# ---- block 1 ----
==> block_1/congestion_map.png <==
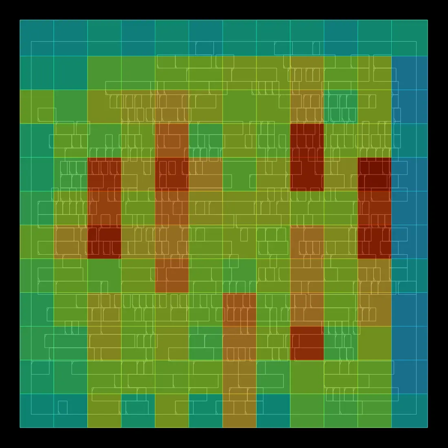

`src/rtl/quad_dec_multi_if.sv`:
```
// rtl/quad_dec_multi_if.sv - host-side bundle for the multi-channel quadrature decoder
interface quad_dec_multi_if #(
    parameter int CH    = 2,
    parameter int WIDTH = 8
);
    logic                  ena;
    logic [1:0]            mode;
    logic [CH-1:0]         a;
    logic [CH-1:0]         b;
    logic [CH-1:0]         rd;
    logic [CH*WIDTH-1:0]   q;
    logic [CH-1:0]         dir;
    logic [CH-1:0]         err;
    logic [CH-1:0]         ovf;

    modport master (
        output ena, mode, a, b, rd,
        input  q, dir, err, ovf
    );

    modport slave (
        input  ena, mode, a, b, rd,
        output q, dir, err, ovf
    );
endinterface

```
`src/rtl/quad_dec_multi.sv`:
```
// rtl/quad_dec_multi.sv - multi-channel quadrature decoder with debounced inputs and signed delta counters
module quad_dec_multi #(
    parameter int CH    = 2,
    parameter int WIDTH = 8,
    parameter int FILT  = 3,
    parameter int SAT   = 0
) (
    input  logic            clk,
    input  logic            reset,
    quad_dec_multi_if.slave bus
);
    // Run counter must hold FILT; FILT=0 still needs a one-bit counter.
    localparam int              CW      = (FILT < 1) ? 1 : $clog2(FILT + 1);
    localparam logic [CW-1:0]   RUN_END = CW'(FILT);
    localparam logic [WIDTH-1:0] CNT_MAX = {1'b0, {(WIDTH-1){1'b1}}};
    localparam logic [WIDTH-1:0] CNT_MIN = {1'b1, {(WIDTH-1){1'b0}}};
    localparam logic [WIDTH-1:0] CNT_ONE = WIDTH'(1);
    localparam logic [WIDTH-1:0] CNT_NEG = {WIDTH{1'b1}};

    logic [CH*WIDTH-1:0] q_all;
    logic [CH-1:0]       dir_all;
    logic [CH-1:0]       err_all;
    logic [CH-1:0]       ovf_all;

    for (genvar i = 0; i < CH; i++) begin : g_ch
        // Line pairs are packed {A,B}: bit 1 is phase A, bit 0 is phase B.
        logic [1:0]         sync1_q, sync1_d;
        logic [1:0]         sync2_q, sync2_d;
        logic [1:0]         filt_q,  filt_d;
        logic [1:0][CW-1:0] run_q,   run_d;
        logic [1:0]         prev_q,  prev_d;
        logic [WIDTH-1:0]   cnt_q,   cnt_d;
        logic               dir_q,   dir_d;
        logic               err_q,   err_d;
        logic               ovf_q,   ovf_d;

        logic [1:0] chg;
        logic       fwd;
        logic       single;
        logic       illegal;
        logic       qual;
        logic       step;
        logic       at_limit;

        // Two-stage synchroniser on the asynchronous A/B pins.
        always_comb begin
            sync1_d = {bus.a[i], bus.b[i]};
            sync2_d = sync1_q;
        end

        // Debounce: a line is accepted once it has differed for FILT+1 cycles.
        always_comb begin
            filt_d = filt_q;
            run_d  = '0;
            for (int l = 0; l < 2; l++) begin
                if (sync2_q[l] != filt_q[l]) begin
                    if (run_q[l] == RUN_END) begin
                        filt_d[l] = sync2_q[l];
                    end else begin
                        run_d[l] = run_q[l] + CW'(1);
                    end
                end
            end
        end

        // Transition classification between the previous and current filtered state.
        always_comb begin
            prev_d  = filt_q;
            chg     = filt_q ^ prev_q;
            single  = chg[1] ^ chg[0];
            illegal = chg[1] & chg[0];
            fwd     = ((prev_q == 2'b00) && (filt_q == 2'b10)) ||
                      ((prev_q == 2'b10) && (filt_q == 2'b11)) ||
                      ((prev_q == 2'b11) && (filt_q == 2'b01)) ||
                      ((prev_q == 2'b01) && (filt_q == 2'b00));
            case (bus.mode)
                2'b00:   qual = ((prev_q == 2'b00) && (filt_q == 2'b10)) ||
                                ((prev_q == 2'b10) && (filt_q == 2'b00));
                2'b01:   qual = single & chg[1];
                default: qual = single;
            endcase
            step = bus.ena & qual;
        end

        // Delta counter, direction and sticky flags; a read clears but keeps a same-cycle step.
        always_comb begin
            cnt_d    = cnt_q;
            dir_d    = dir_q;
            err_d    = err_q;
            ovf_d    = ovf_q;
            at_limit = fwd ? (cnt_q == CNT_MAX) : (cnt_q == CNT_MIN);
            if (bus.rd[i]) begin
                cnt_d = step ? (fwd ? CNT_ONE : CNT_NEG) : '0;
                err_d = bus.ena & illegal;
                ovf_d = 1'b0;
            end else begin
                if (bus.ena && illegal) begin
                    err_d = 1'b1;
                end
                if (step) begin
                    if (at_limit) begin
                        ovf_d = 1'b1;
                        if (SAT == 0) begin
                            cnt_d = fwd ? CNT_MIN : CNT_MAX;
                        end
                    end else begin
                        cnt_d = fwd ? (cnt_q + CNT_ONE) : (cnt_q - CNT_ONE);
                    end
                end
            end
            if (step) begin
                dir_d = fwd;
            end
        end

        // Per-channel state registers.
        always_ff @(posedge clk or negedge reset) begin
            if (!reset) begin
                sync1_q <= '0;
                sync2_q <= '0;
                filt_q  <= '0;
                run_q   <= '0;
                prev_q  <= '0;
                cnt_q   <= '0;
                dir_q   <= 1'b0;
                err_q   <= 1'b0;
                ovf_q   <= 1'b0;
            end else begin
                sync1_q <= sync1_d;
                sync2_q <= sync2_d;
                filt_q  <= filt_d;
                run_q   <= run_d;
                prev_q  <= prev_d;
                cnt_q   <= cnt_d;
                dir_q   <= dir_d;
                err_q   <= err_d;
                ovf_q   <= ovf_d;
            end
        end

        assign q_all[i*WIDTH +: WIDTH] = cnt_q;
        assign dir_all[i]              = dir_q;
        assign err_all[i]              = err_q;
        assign ovf_all[i]              = ovf_q;
    end

    assign bus.q   = q_all;
    assign bus.dir = dir_all;
    assign bus.err = err_all;
    assign bus.ovf = ovf_all;
endmodule
```
`src/flat_wrapper.sv`:
```
// flat-port wrapper written by rule: the top's interface ports become plain ports
module quad_dec_multi_flat 
#(
    parameter int CH    = 2,
    parameter int WIDTH = 8,
    parameter int FILT  = 3,
    parameter int SAT   = 0
)
  (clk, reset, bus_ena, bus_mode, bus_a, bus_b, bus_rd, bus_q, bus_dir, bus_err, bus_ovf);
  quad_dec_multi_if #(.CH(CH), .WIDTH(WIDTH)) bus_i ();
  input  logic clk;
  input  logic reset;
  input wire logic [$bits(bus_i.ena)-1:0] bus_ena;
  input wire logic [$bits(bus_i.mode)-1:0] bus_mode;
  input wire logic [$bits(bus_i.a)-1:0] bus_a;
  input wire logic [$bits(bus_i.b)-1:0] bus_b;
  input wire logic [$bits(bus_i.rd)-1:0] bus_rd;
  output wire logic [$bits(bus_i.q)-1:0] bus_q;
  output wire logic [$bits(bus_i.dir)-1:0] bus_dir;
  output wire logic [$bits(bus_i.err)-1:0] bus_err;
  output wire logic [$bits(bus_i.ovf)-1:0] bus_ovf;
  assign bus_i.ena = bus_ena;
  assign bus_i.mode = bus_mode;
  assign bus_i.a = bus_a;
  assign bus_i.b = bus_b;
  assign bus_i.rd = bus_rd;
  assign bus_q = bus_i.q;
  assign bus_dir = bus_i.dir;
  assign bus_err = bus_i.err;
  assign bus_ovf = bus_i.ovf;
  quad_dec_multi #(.CH(CH), .WIDTH(WIDTH), .FILT(FILT), .SAT(SAT)) u_core (.clk(clk), .reset(reset), .bus(bus_i));
endmodule
```
`config.mk`:
```
export PLATFORM = sky130hd
export DESIGN_NAME = quad_dec_multi_flat
export DESIGN_NICKNAME = d
export VERILOG_FILES = /design/src/rtl/quad_dec_multi_if.sv /design/src/rtl/quad_dec_multi.sv /design/src/flat_wrapper.sv
export SDC_FILE = /design/constraint.sdc
export NUM_CORES = 1
export LEC_CHECK = 0
export ABC_AREA = 1
export CAP_MARGIN = 20
export CORE_MARGIN = 2
export CORE_UTILIZATION = 46
export CTS_BUF_LIST = sky130_fd_sc_hd__clkbuf_2
export DETAILED_ROUTE_END_ITERATION = 8
export PLACE_DENSITY = 0.67
export REMOVE_ABC_BUFFERS = 1
export SYNTH_ARGS = -nofsm -noshare
export SYNTH_HDL_FRONTEND = slang
export SYNTH_SLANG_ARGS = --single-unit
```
`constraint.sdc`:
```
create_clock -name clk -period 6.1 [get_ports clk]
set_input_delay 1.22 -clock clk [delete_from_list [all_inputs] [get_ports clk]]
set_output_delay 1.22 -clock clk [all_outputs]
set_load 0.02 [all_outputs]
```
# ---- block 2 ----
## config.mk

```make
export PLATFORM = sky130hd
export DESIGN_NAME = stash_browser
export DESIGN_NICKNAME = d
export VERILOG_FILES = /design/src/rtl/stash_browser.sv
export SDC_FILE = /design/constraint.sdc
export NUM_CORES = 1
export LEC_CHECK = 0
export ABC_AREA = 1
export CAP_MARGIN = 15
export CORE_UTILIZATION = 49
export DETAILED_ROUTE_END_ITERATION = 16
export GPL_ROUTABILITY_DRIVEN = 0
export PLACE_DENSITY_LB_ADDON = 0.1
export SLEW_MARGIN = 20
export SYNTH_ARGS = -nofsm -noshare
export SYNTH_HDL_FRONTEND = slang
export SYNTH_SLANG_ARGS = --single-unit
```

## constraint.sdc

```tcl
create_clock -name clk -period 2.7 [get_ports clk]
set_input_delay 0.27 -clock clk [delete_from_list [all_inputs] [get_ports clk]]
set_output_delay 0.27 -clock clk [all_outputs]
set_load 0.02 [all_outputs]
```

## src/rtl/stash_browser.sv

```systemverilog
// stash_browser: read-side controller for the sample Stash.
// Optional auto-scroll build: define STASH_AUTO_SCROLL_EN.
module stash_browser #(
  parameter int DEPTH        = 5,
  parameter int DEBOUNCE_CYC = 4,
  parameter int AUTO_PERIOD  = 8,
  localparam int PTR_W = (DEPTH > 1) ? $clog2(DEPTH) : 1
) (
  input  logic             clk,
  input  logic             reset,
  input  logic             btn_next,
  input  logic             btn_auto,
  input  logic             stash_wr,
  input  logic [7:0]       stash_sample,
  output logic             next_sample,
  output logic [PTR_W-1:0] index,
  output logic [7:0]       shown_sample,
  output logic             auto_on
);

  localparam int DB_W = (DEBOUNCE_CYC > 1) ? $clog2(DEBOUNCE_CYC) : 1;
  localparam int AP_W = $clog2(AUTO_PERIOD);
  localparam logic [DB_W-1:0] DB_LAST = DB_W'(DEBOUNCE_CYC - 1);
  localparam logic [AP_W-1:0] AP_LAST = AP_W'(AUTO_PERIOD - 1);
  localparam logic [PTR_W-1:0] IDX_LAST = PTR_W'(DEPTH - 1);

  localparam logic [1:0] IDLE      = 2'd0;
  localparam logic [1:0] PRESS_CNT = 2'd1;
  localparam logic [1:0] HELD      = 2'd2;
  localparam logic [1:0] REL_CNT   = 2'd3;

`ifdef STASH_AUTO_SCROLL_EN
  localparam int NB = 2;
`else
  localparam int NB = 1;
`endif

  logic [NB-1:0]   btn_raw;
  logic [NB-1:0]   sync_q1;
  logic [NB-1:0]   sync_q2;
  logic [NB-1:0]   db_req;
  logic [1:0]      db_st  [NB];
  logic [DB_W-1:0] db_cnt [NB];
  logic            auto_req;
  logic            req_any;
  logic            pending;

`ifdef STASH_AUTO_SCROLL_EN
  assign btn_raw = {btn_auto, btn_next};
`else
  logic            unused_btn_auto;
  logic [AP_W-1:0] unused_period;
  assign btn_raw         = btn_next;
  assign unused_btn_auto = btn_auto;
  assign unused_period   = AP_LAST;
`endif

  // two-flop synchronizers for the raw buttons
  always_ff @(posedge clk) begin
    if (reset) begin
      sync_q1 <= '0;
      sync_q2 <= '0;
    end else begin
      sync_q1 <= btn_raw;
      sync_q2 <= sync_q1;
    end
  end

  // debouncer FSM per button; count tracks consecutive stable cycles
  always_ff @(posedge clk) begin
    for (int i = 0; i < NB; i++) begin
      if (reset) begin
        db_st[i]  <= IDLE;
        db_cnt[i] <= '0;
      end else begin
        unique case (db_st[i])
          IDLE: begin
            db_cnt[i] <= '0;
            if (sync_q2[i]) db_st[i] <= PRESS_CNT;
          end
          PRESS_CNT: begin
            if (!sync_q2[i]) begin
              db_st[i]  <= IDLE;
              db_cnt[i] <= '0;
            end else if (db_cnt[i] == DB_LAST) begin
              db_st[i]  <= HELD;
              db_cnt[i] <= '0;
            end else begin
              db_cnt[i] <= db_cnt[i] + 1'b1;
            end
          end
          HELD: begin
            db_cnt[i] <= '0;
            if (!sync_q2[i]) db_st[i] <= REL_CNT;
          end
          REL_CNT: begin
            if (sync_q2[i]) begin
              db_st[i]  <= HELD;
              db_cnt[i] <= '0;
            end else if (db_cnt[i] == DB_LAST) begin
              db_st[i]  <= IDLE;
              db_cnt[i] <= '0;
            end else begin
              db_cnt[i] <= db_cnt[i] + 1'b1;
            end
          end
          default: begin
            db_st[i]  <= IDLE;
            db_cnt[i] <= '0;
          end
        endcase
      end
    end
  end

  // one request on the cycle a press is accepted
  always_comb begin
    for (int i = 0; i < NB; i++) begin
      db_req[i] = (db_st[i] == PRESS_CNT) && sync_q2[i] &&
                  (db_cnt[i] == DB_LAST);
    end
  end

`ifdef STASH_AUTO_SCROLL_EN
  logic            auto_q;
  logic [AP_W-1:0] ap_cnt;

  // auto-scroll toggle and period counter (cleared on every toggle)
  always_ff @(posedge clk) begin
    if (reset) begin
      auto_q <= 1'b0;
      ap_cnt <= '0;
    end else if (db_req[NB-1]) begin
      auto_q <= ~auto_q;
      ap_cnt <= '0;
    end else if (auto_q) begin
      ap_cnt <= (ap_cnt == AP_LAST) ? '0 : ap_cnt + 1'b1;
    end
  end

  assign auto_req = auto_q && (ap_cnt == AP_LAST);
  assign auto_on  = auto_q;
`else
  assign auto_req = 1'b0;
  assign auto_on  = 1'b0;
`endif

  assign req_any     = db_req[0] | auto_req;
  assign next_sample = pending & ~stash_wr & ~reset;

  // pending merge, index mirror and display register
  always_ff @(posedge clk) begin
    if (reset) begin
      pending      <= 1'b0;
      index        <= '0;
      shown_sample <= '0;
    end else begin
      shown_sample <= stash_sample;
      pending      <= (pending & ~next_sample) | req_any;
      if (next_sample)
        index <= (index == IDX_LAST) ? '0 : index + 1'b1;
    end
  end

endmodule
```

# ---- block 3 ----
--- src/rtl/seg7_pkg.sv ---
// seg7_pkg: decode table, blank pattern and FSM states for the scanned 7-segment reader
package seg7_pkg;
    localparam logic [6:0] SEG_TABLE [16] = '{
        7'h40, 7'h79, 7'h24, 7'h30, 7'h19, 7'h12, 7'h02, 7'h78,
        7'h00, 7'h10, 7'h08, 7'h03, 7'h46, 7'h21, 7'h06, 7'h0E
    };
    localparam logic [6:0] SEG_BLANK = 7'h7F;
    typedef enum logic [1:0] {S_IDLE, S_SETTLE, S_HOLD} state_t;
endpackage

--- src/rtl/seg7_decode.sv ---
// seg7_decode: active-low segment pattern back to hex nibble, with blank/bad flags
module seg7_decode
    import seg7_pkg::*;
(
    input  logic [6:0] pattern,
    output logic [3:0] nibble,
    output logic       blank,
    output logic       bad
);
    logic hit;
    always_comb begin
        nibble = '0;
        hit = 1'b0;
        for (int i = 0; i < 16; i++) begin
            if (pattern == SEG_TABLE[i]) begin
                nibble = 4'(i);
                hit = 1'b1;
            end
        end
        blank = pattern == SEG_BLANK;
        bad = !hit && !blank;
    end
endmodule

--- src/rtl/seg7_capture.sv ---
// seg7_capture: samples the multiplexed an/segment bus once per stable dwell
// and publishes the reassembled 4-digit word after every digit has been seen.
module seg7_capture
    import seg7_pkg::*;
#(
    parameter int SETTLE = 4
) (
    input  logic        clk,
    input  logic        rst,
    input  logic [3:0]  an,
    input  logic [7:0]  segment,
    output logic [15:0] hexs,
    output logic [3:0]  point,
    output logic [3:0]  les,
    output logic [3:0]  bad,
    output logic        frame_valid,
    output logic        err
);
    localparam int CW = $clog2(SETTLE + 1);
    logic [11:0] s1, s2, prev;
    state_t state, state_n;
    logic [CW-1:0] cnt, cnt_n;
    logic [3:0] sel, seen;
    logic valid, chg, sample;
    logic [3:0] nib;
    logic blank, inv;
    logic [15:0] hex_st;
    logic [3:0] pt_st, les_st, bad_st;
    assign sel = ~s2[11:8];
    assign valid = $onehot(sel);
    assign chg = s2 != prev;
    seg7_decode u_dec (
        .pattern(s2[6:0]),
        .nibble(nib),
        .blank(blank),
        .bad(inv)
    );
    // Any change restarts the dwell; a sample is taken once per stable dwell.
    always_comb begin
        state_n = state;
        cnt_n = cnt;
        sample = 1'b0;
        case (state)
            S_IDLE: begin
                if (valid) begin
                    state_n = S_SETTLE;
                    cnt_n = CW'(1);
                end
            end
            default: begin
                if (chg) begin
                    state_n = valid ? S_SETTLE : S_IDLE;
                    cnt_n = valid ? CW'(1) : '0;
                end else if (state == S_SETTLE) begin
                    cnt_n = (cnt == CW'(SETTLE)) ? cnt : cnt + CW'(1);
                    if (cnt_n == CW'(SETTLE)) begin
                        sample = 1'b1;
                        state_n = S_HOLD;
                    end
                end
            end
        endcase
    end
    always_ff @(posedge clk) begin
        if (rst) begin
            s1 <= '0;
            s2 <= '0;
            prev <= '0;
            state <= S_IDLE;
            cnt <= '0;
            seen <= '0;
            hex_st <= '0;
            pt_st <= '0;
            les_st <= '0;
            bad_st <= '0;
            hexs <= '0;
            point <= '0;
            les <= '0;
            bad <= '0;
            frame_valid <= 1'b0;
            err <= 1'b0;
        end else begin
            s1 <= {an, segment};
            s2 <= s1;
            prev <= s2;
            state <= state_n;
            cnt <= cnt_n;
            for (int i = 0; i < 4; i++) begin
                if (sample && sel[i]) begin
                    hex_st[i*4 +: 4] <= nib;
                    pt_st[i] <= ~s2[7];
                    les_st[i] <= blank;
                    bad_st[i] <= inv;
                end
            end
            // Commit can never coincide with a sample: the completing sample moves the FSM to HOLD.
            seen <= (seen == 4'hF) ? 4'h0 : sample ? (seen | sel) : seen;
            frame_valid <= seen == 4'hF;
            if (seen == 4'hF) begin
                hexs <= hex_st;
                point <= pt_st;
                les <= les_st;
                bad <= bad_st;
                err <= |bad_st;
            end
        end
    end
endmodule

--- config.mk ---
export PLATFORM = sky130hd
export DESIGN_NAME = seg7_capture
export DESIGN_NICKNAME = d
export VERILOG_FILES = /design/src/rtl/seg7_pkg.sv /design/src/rtl/seg7_decode.sv /design/src/rtl/seg7_capture.sv
export SDC_FILE = /design/constraint.sdc
export NUM_CORES = 1
export LEC_CHECK = 0
export CAP_MARGIN = 30
export CORE_ASPECT_RATIO = 1.2
export CORE_MARGIN = 3
export CORE_UTILIZATION = 45
export CTS_BUF_LIST = sky130_fd_sc_hd__clkbuf_8
export DETAILED_ROUTE_END_ITERATION = 12
export GPL_ROUTABILITY_DRIVEN = 0
export PLACE_DENSITY = 0.68
export SETUP_SLACK_MARGIN = 0.15
export SYNTH_ARGS = -nofsm -noshare
export SYNTH_HDL_FRONTEND = slang
export SYNTH_HIERARCHICAL = 1
export SYNTH_SLANG_ARGS = --single-unit
--- constraint.sdc ---
create_clock -name clk -period 5.6 [get_ports clk]
set_input_delay 0.84 -clock clk [delete_from_list [all_inputs] [get_ports clk]]
set_output_delay 0.84 -clock clk [all_outputs]
set_load 0.03 [all_outputs]
# ---- block 4 ----
--- config.mk ---
export PLATFORM = sky130hd
export DESIGN_NAME = hammer_avmm_bridge
export DESIGN_NICKNAME = d
export VERILOG_FILES = /design/src/rtl/hammer_bridge_pkg.sv /design/src/rtl/hammer_avmm_bridge.sv
export SDC_FILE = /design/constraint.sdc
export NUM_CORES = 1
export LEC_CHECK = 0
export CAP_MARGIN = 20
export CORE_MARGIN = 3
export CORE_UTILIZATION = 38
export CTS_CLUSTER_DIAMETER = 80
export DETAILED_ROUTE_END_ITERATION = 10
export GPL_TIMING_DRIVEN = 0
export PLACE_DENSITY = 0.88
export SYNTH_ARGS = -nofsm -noshare
export SYNTH_HDL_FRONTEND = slang
export SYNTH_SLANG_ARGS = --single-unit
--- constraint.sdc ---
create_clock -name clk -period 2.05 [get_ports clk]
set_input_delay 0.205 -clock clk [delete_from_list [all_inputs] [get_ports clk]]
set_output_delay 0.205 -clock clk [all_outputs]
set_load 0.005 [all_outputs]
--- src/rtl/hammer_bridge_pkg.sv ---
`default_nettype none
// ============================================================================
//  Module   : hammer_bridge_pkg
//  Purpose  : Shared types and constants for the hammer Avalon-MM bridge.
//  Revision : 1.0  initial release
// ============================================================================
package hammer_bridge_pkg;

    typedef enum logic [1:0] {
        IDLE      = 2'd0,
        ISSUE     = 2'd1,
        WAIT_DATA = 2'd2,
        ACK       = 2'd3
    } bridge_state_t;

    typedef enum logic {
        RD = 1'b0,
        WR = 1'b1
    } req_type_t;

    localparam logic [31:0] CNT_MAX = 32'hFFFF_FFFF;

    function automatic logic [31:0] sat_inc(input logic [31:0] v);
        return (v == CNT_MAX) ? v : v + 32'd1;
    endfunction

endpackage
`default_nettype wire

--- src/rtl/hammer_avmm_bridge.sv ---
`default_nettype none
// ============================================================================
//  Module   : hammer_avmm_bridge
//  Purpose  : Turns level-held hammer read/write requests into single-beat
//             Avalon-MM transactions, one in flight at a time.
//  Revision : 1.0  initial release
// ============================================================================
module hammer_avmm_bridge
    import hammer_bridge_pkg::*;
#(
    parameter int ADDR_WIDTH     = 64,
    parameter int AVM_ADDR_WIDTH = 27,
    parameter int DATA_WIDTH     = 64,
    parameter int TIMEOUT_CYCLES = 1024
) (
    input  logic                      clk,
    input  logic                      reset,
    input  logic                      up_read,
    input  logic                      up_write,
    input  logic [ADDR_WIDTH-1:0]     up_address,
    input  logic [DATA_WIDTH-1:0]     up_writedata,
    output logic                      up_wait_request,
    output logic                      up_read_data_valid,
    output logic [DATA_WIDTH-1:0]     up_readdata,
    output logic [AVM_ADDR_WIDTH-1:0] avm_address,
    output logic                      avm_read,
    output logic                      avm_write,
    output logic [DATA_WIDTH-1:0]     avm_writedata,
    output logic [DATA_WIDTH/8-1:0]   avm_byteenable,
    output logic                      avm_burstcount,
    input  logic                      avm_waitrequest,
    input  logic [DATA_WIDTH-1:0]     avm_readdata,
    input  logic                      avm_readdatavalid,
    output logic [31:0]               rd_count,
    output logic [31:0]               wr_count,
    output logic                      err_timeout,
    output logic                      err_protocol
);

    localparam int                c_tmo_w    = $clog2(TIMEOUT_CYCLES);
    localparam logic [c_tmo_w-1:0] c_tmo_last = c_tmo_w'(TIMEOUT_CYCLES - 1);

    bridge_state_t             state_q, state_d;
    req_type_t                 type_q, type_d;
    logic [AVM_ADDR_WIDTH-1:0] addr_q, addr_d;
    logic [DATA_WIDTH-1:0]     wdata_q, wdata_d;
    logic [DATA_WIDTH-1:0]     rdata_q, rdata_d;
    logic                      avm_read_q, avm_read_d;
    logic                      avm_write_q, avm_write_d;
    logic                      wait_req_q, wait_req_d;
    logic                      rdv_q, rdv_d;
    logic [31:0]               rd_cnt_q, rd_cnt_d;
    logic [31:0]               wr_cnt_q, wr_cnt_d;
    logic [c_tmo_w-1:0]        tmo_q, tmo_d;
    logic                      err_tmo_q, err_tmo_d;
    logic                      err_prot_q, err_prot_d;

    // Only the low word-address bits reach the controller.
    logic unused_up_address;
    assign unused_up_address = ^up_address;

    always_comb begin
        state_d     = state_q;
        type_d      = type_q;
        addr_d      = addr_q;
        wdata_d     = wdata_q;
        rdata_d     = rdata_q;
        avm_read_d  = avm_read_q;
        avm_write_d = avm_write_q;
        wait_req_d  = 1'b1;
        rdv_d       = 1'b0;
        rd_cnt_d    = rd_cnt_q;
        wr_cnt_d    = wr_cnt_q;
        tmo_d       = tmo_q;
        err_tmo_d   = err_tmo_q;
        err_prot_d  = err_prot_q;

        if (avm_readdatavalid && (state_q != WAIT_DATA)) begin
            err_prot_d = 1'b1;
        end

        case (state_q)
            IDLE: begin
                if (up_write || up_read) begin
                    type_d      = up_write ? WR : RD;
                    addr_d      = up_address[AVM_ADDR_WIDTH-1:0];
                    wdata_d     = up_writedata;
                    avm_write_d = up_write;
                    avm_read_d  = ~up_write;
                    if (up_write && up_read) begin
                        err_prot_d = 1'b1;
                    end
                    state_d = ISSUE;
                end
            end
            ISSUE: begin
                if (!avm_waitrequest) begin
                    avm_read_d  = 1'b0;
                    avm_write_d = 1'b0;
                    if (type_q == WR) begin
                        wr_cnt_d   = sat_inc(wr_cnt_q);
                        wait_req_d = 1'b0;
                        state_d    = ACK;
                    end else begin
                        rd_cnt_d = sat_inc(rd_cnt_q);
                        tmo_d    = '0;
                        state_d  = WAIT_DATA;
                    end
                end
            end
            WAIT_DATA: begin
                if (avm_readdatavalid) begin
                    rdata_d    = avm_readdata;
                    wait_req_d = 1'b0;
                    rdv_d      = 1'b1;
                    state_d    = ACK;
                end else if (tmo_q == c_tmo_last) begin
                    // Abort: acknowledge anyway so the hammer FSM never stalls.
                    err_tmo_d  = 1'b1;
                    wait_req_d = 1'b0;
                    rdv_d      = 1'b1;
                    state_d    = ACK;
                end else begin
                    tmo_d = tmo_q + 1'b1;
                end
            end
            ACK: begin
                state_d = IDLE;
            end
            default: begin
                state_d = IDLE;
            end
        endcase
    end

    always_ff @(posedge clk) begin
        if (reset) begin
            state_q     <= IDLE;
            type_q      <= RD;
            addr_q      <= '0;
            wdata_q     <= '0;
            rdata_q     <= '0;
            avm_read_q  <= 1'b0;
            avm_write_q <= 1'b0;
            wait_req_q  <= 1'b1;
            rdv_q       <= 1'b0;
            rd_cnt_q    <= '0;
            wr_cnt_q    <= '0;
            tmo_q       <= '0;
            err_tmo_q   <= 1'b0;
            err_prot_q  <= 1'b0;
        end else begin
            state_q     <= state_d;
            type_q      <= type_d;
            addr_q      <= addr_d;
            wdata_q     <= wdata_d;
            rdata_q     <= rdata_d;
            avm_read_q  <= avm_read_d;
            avm_write_q <= avm_write_d;
            wait_req_q  <= wait_req_d;
            rdv_q       <= rdv_d;
            rd_cnt_q    <= rd_cnt_d;
            wr_cnt_q    <= wr_cnt_d;
            tmo_q       <= tmo_d;
            err_tmo_q   <= err_tmo_d;
            err_prot_q  <= err_prot_d;
        end
    end

    assign up_wait_request    = wait_req_q;
    assign up_read_data_valid = rdv_q;
    assign up_readdata        = rdata_q;
    assign avm_address        = addr_q;
    assign avm_read           = avm_read_q;
    assign avm_write          = avm_write_q;
    assign avm_writedata      = wdata_q;
    assign avm_byteenable     = '1;
    assign avm_burstcount     = 1'b1;
    assign rd_count           = rd_cnt_q;
    assign wr_count           = wr_cnt_q;
    assign err_timeout        = err_tmo_q;
    assign err_protocol       = err_prot_q;

endmodule
`default_nettype wire

==> block_3/m1.png <==
Scale bar: 20 µm. Supply wires on this layer in grey. Cells faint in the background.
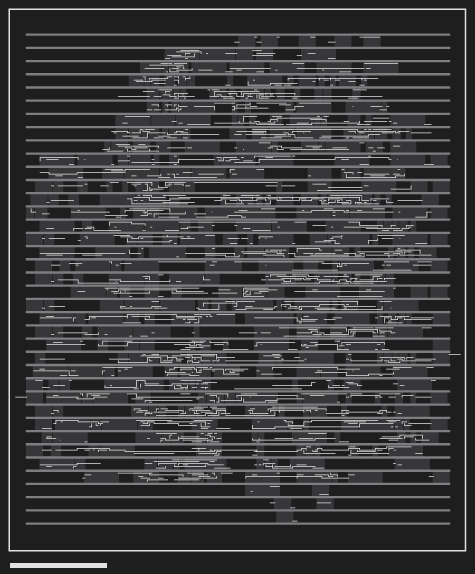
longest straight run: 37.3 µm
main direction: horizontal
share of all routed wire: 45%
wire length on this layer: 3360 µm
met1 usage: 19.09%
WL final: 7.433 mm

==> metrics.cfg, block 3 <==
[status]
status=complete, no violations

[pwr]
irDropWorstVdd_uv=169.1
sw_frac_of_total_pct=24.05
comb_cell_power_uw=83.6
combPwrFrac_pct=6.6

[global_routing]
grt_usage_pct=15.36
grt_pass1_vias=2872

[min_path]
min_path_type=register to register

[cells_and_area]
fillers=800
area_dominant_class=sequential cells
areaGrowthSynthToFinish_pct=16.23

[worst_setup_path]
end_kind=register
crit_path_end=cnt[2]$_SDFFE_PP0P_

[synth]
syn_area_mm2=0.004146
netlist_top_cells_count=103 x dfxtp_1, 100 x nand2_1, 36 x nor2b_1, 34 x a21oi_1, 30 x mux2i_1
synth_warnings=6
ys_sh_aoi_pct=9.234

[timing]
fin_skew_ns=0.01266
fin_crit_sh_pct=43.41
tightest_slew_ns=0.6742

[clocking]
ctsHoldBuffers=0

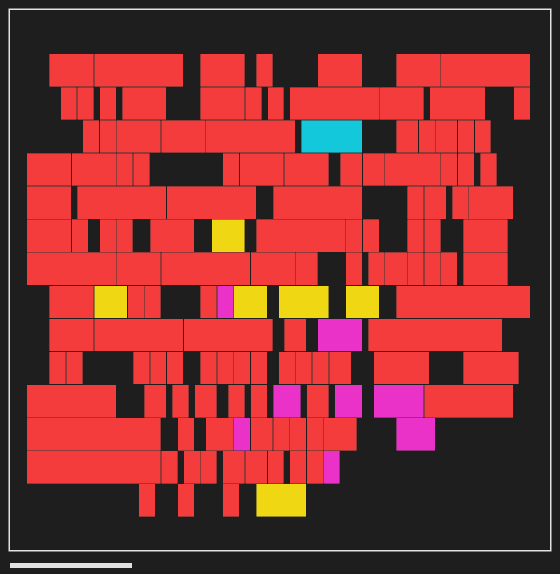
(block_2/sizing.png)
Scale bar: 10 µm.
| size | colour | cells | share |
|---|---|---|---|
| x3 and x4 | yellow | 6 | 4.3% |
| x1 and smaller | red | 125 | 89% |
| x2 | magenta | 8 | 5.7% |
| x6 and larger | cyan | 1 | 0.71% |
final worst slack: 0.8333 ns
post-route cell area: 0.001156 mm²

==> metrics.cfg, block 2 <==
[status]
status=complete, no violations

[pwr]
comb_cell_power_uw=89.1
power_sequential_uw=312
finalPower_uw=562.6

[global_routing]
grt_overflow=0

[cells_and_area]
diodes=0
logic_area_um2=354.1

[floorplan]
ios=26
core_area_mm2=0.001594

[synth]
edf_count=4
ys_area_um2=880.8
ys_sh_adder_pct=5.682

[clocking]
cts.sinks=18
clk_pin_slew_worst_paths_ns=0.09

[routing]
m1WireLength_um=692

[place]
dp.cells=160

[timing]
rsz0062_at_grt=no

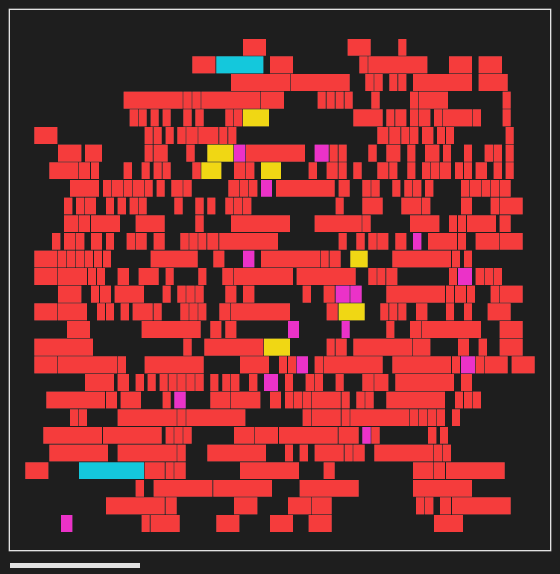
(block_1/sizing.png)
Scale bar: 20 µm.
| size | colour | cells | share |
|---|---|---|---|
| x6 and larger | cyan | 2 | 0.48% |
| x1 and smaller | red | 395 | 94% |
| x3 and x4 | yellow | 7 | 1.7% |
| x2 | magenta | 16 | 3.8% |
Area Growth Syn to Fin: 15.15%
final worst slack: 3.243 ns
post-route cell area: 0.003328 mm²
nonclk buf count: 33

## Picture notes: block_1/congestion_map.png
GRT Overall Usage: 17.06%
final core utilization: 55.56%
routed len/inst: 10.92 µm
met3 usage: 3.280%
busiest grt layer: met2

==> metrics.cfg, block 1 <==
[status]
status=complete, no violations

[floorplan]
tap_cells=75
chipArea_mm2=0.006933
ios=33
die_w_um=83.27
core_area_mm2=0.005991

[cells_and_area]
logic_gate_count=272
final_layout_top_logic_cells=129 x nand2_1, 55 x inv_1, 46 x dfrtp_1
nets=454
area_dominant_class=combinational gates

[synth]
ys_sh_aoi_pct=4.762
synth-seq-area-share_pct=39.83
synth_warnings=0

[clocking]
clk_pin_slew_worst_paths_ns=0.25
post_cts_buffers=0
cts_buffers=5

[global_routing]
grtUsageMet1_pct=22.64
grt_max_degree=47

[worst_setup_path]
crit_slowest_cell=clkdlybuf4s50_1
end_kind=output port
reg2regPathDepth=13
r2r_end=u_core.g_ch[0].cnt_q[5]$_DFFE_PN0P_
cp_slowest_stage_delay_ns=0.66
crit_cells=1

[pwr]
p_seq_share_pct=26.4

[timing]
fin_crit_sh_pct=46.84

[routing]
vias_per_cell=4.830

[min_path]
worstHoldEndpoint=u_core.g_ch[1].sync2_q[0]$_DFF_PN0_

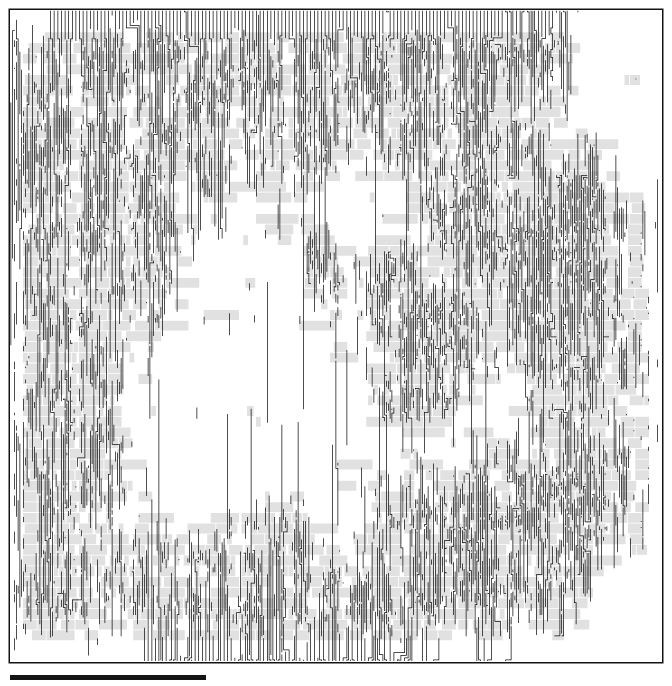
(block_4/m2.png)
Scale bar: 50 µm. Cells faint in the background.
share of all routed wire: 50%
longest straight run: 61.7 µm
vias: 10980
WL final: 38.55 mm
met2 Use GR: 45.68%

==> metrics.cfg, block 4 <==
[status]
status=finished with violations
failed_checks=setup timing

[synth]
synth_warnings=0
ys_sh_simple_pct=26.78
ys.flop_type=dfxtp_1
synthCells=1212

[worst_setup_path]
crit_path_end=wr_count[23]$_SDFFE_PP0P_
cp_slowest_stage_delay_ns=0.60
end_kind=register
ff2ff_setup_slack_ns=-0.04
crit_fanout=7

[timing]
fin_crit_sh_pct=102.2
setup_violations=13
fin_ws_ns=-0.04440
maxSlewViolCount=0

[cells_and_area]
final_layout_size_suffix_gt1_share_pct=15.98
area_dominant_class=combinational gates
fin_util_pct=64.34

[routing]
avgRoutedWirePerCell_um=19.01

[clocking]
cts_buffer_depth=3
cts_buffers=27


==> notes/layouts.md <==
Pictures saved along the way, in no particular order.

Layout detail.
shot_01.png
Scale bar: 10 µm. Window x 22 to 62, y 5 to 45 µm. Cells in grey, sequential cells in the stronger grey; small squares are vias.
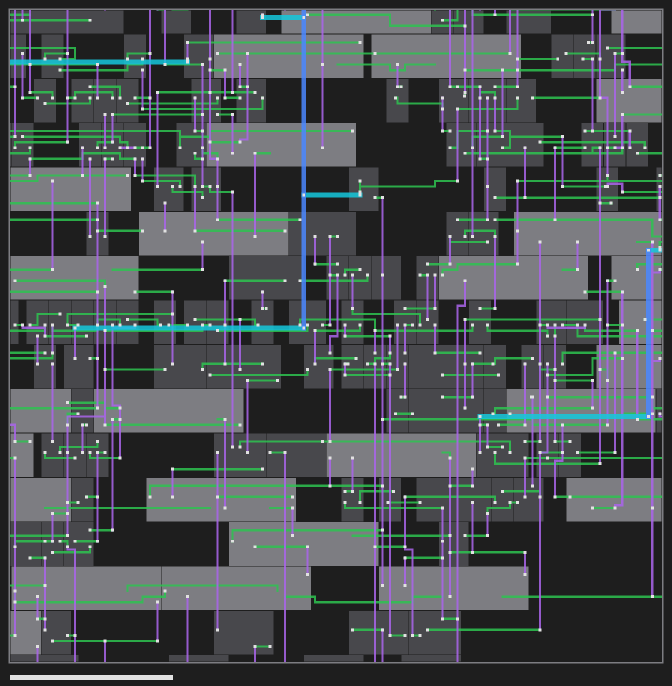
shot_02.png
Scale bar: 10 µm. Window x 27 to 67, y 13 to 53 µm. Cells in grey, sequential cells in the stronger grey; small squares are vias.
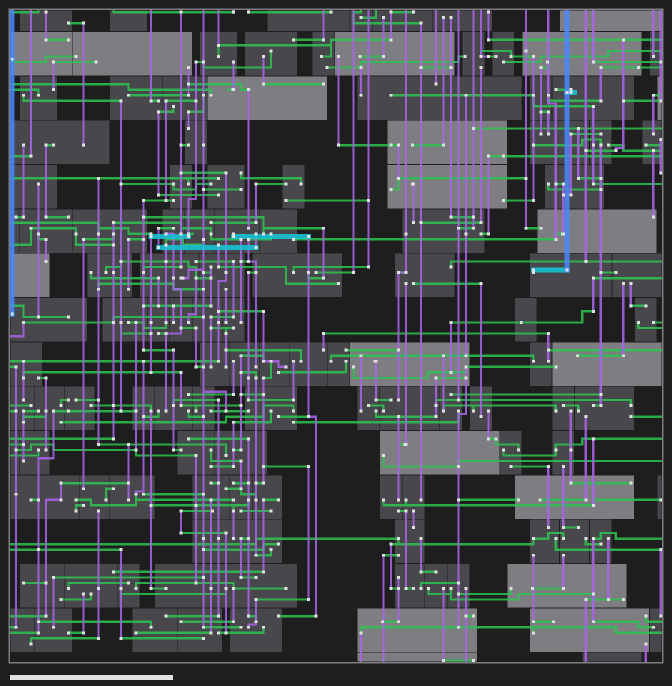
shot_03.png
Scale bar: 10 µm. Window x 63 to 103, y 30 to 70 µm. Cells in grey, sequential cells in the stronger grey; small squares are vias.
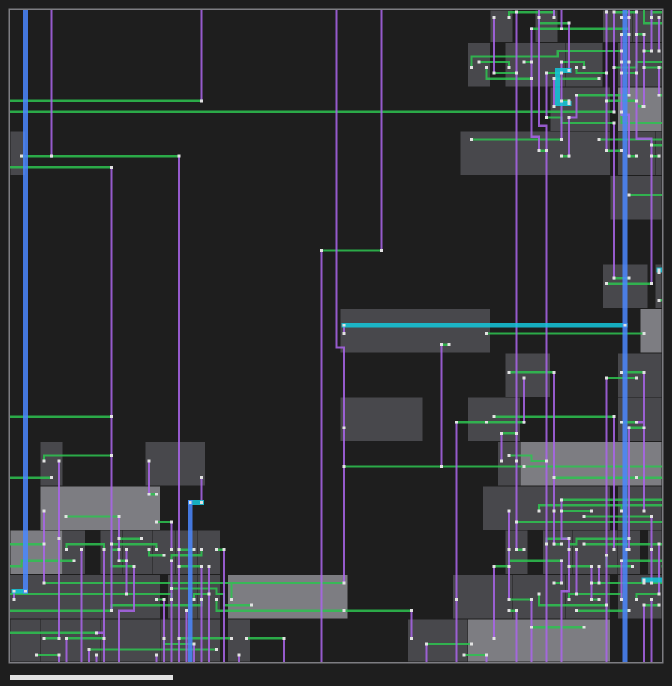
- block 3 = shot_02.png
- block 1 = shot_01.png
- block 4 = shot_03.png
The one with the smallest die is shot_01.png.

Key to shot_01.png:
| layer | colour |
|---|---|
| M4 | blue |
| M1 | green |
| M3 | cyan |
| M2 | purple |
most frequent: nand2_1 (29), dfrtp_1 (18), inv_1 (14)
netlist names of flops here include: u_core.g_ch.cnt_q (5), u_core.g_ch.run_q (3), u_core.g_ch.err_q (2)
sequential cells in the window: 18
cells with their middle in the window: 118



## Gallery

M2 wires.
picture 1
Scale bar: 10 µm. Cells faint in the background.
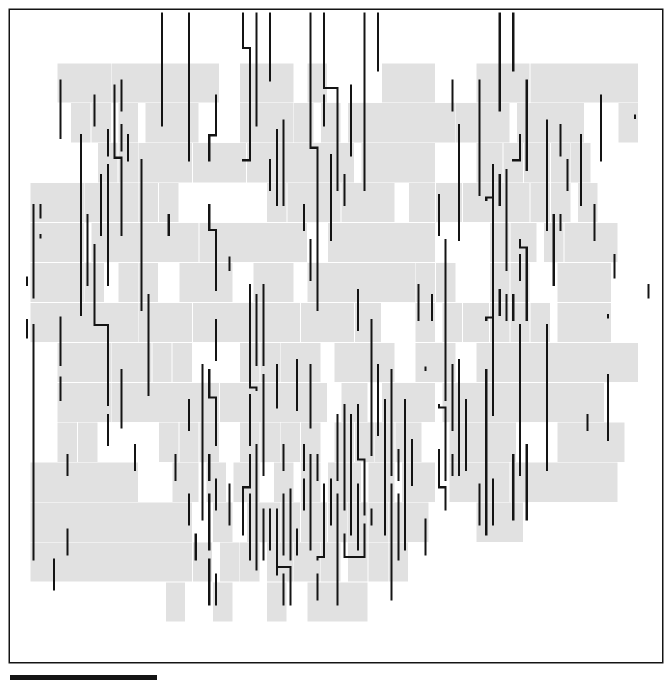
picture 2
Scale bar: 20 µm. Cells faint in the background.
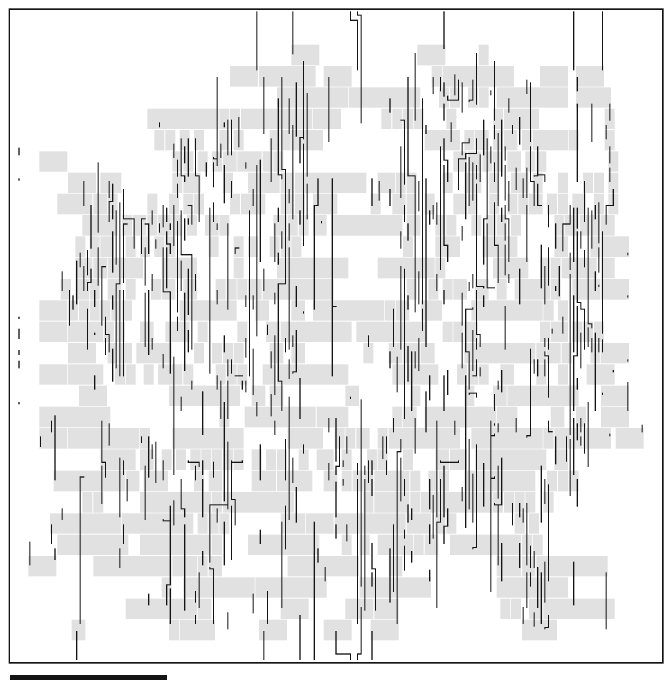
picture 3
Scale bar: 20 µm. Cells faint in the background.
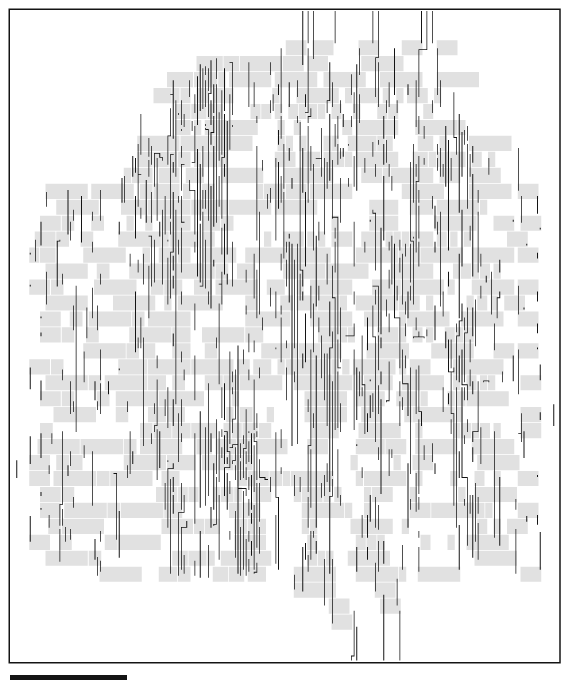
For block 2, see picture 1.
For block 1, see picture 2.
For block 3, see picture 3.
Of these, largest die: picture 3
Of these, smallest die: picture 1

Key to picture 2:
longest straight run: 26.2 µm
nets with wire on the layer: 348
share of all routed wire: 44%
wire length on this layer: 2390 µm
main direction: vertical

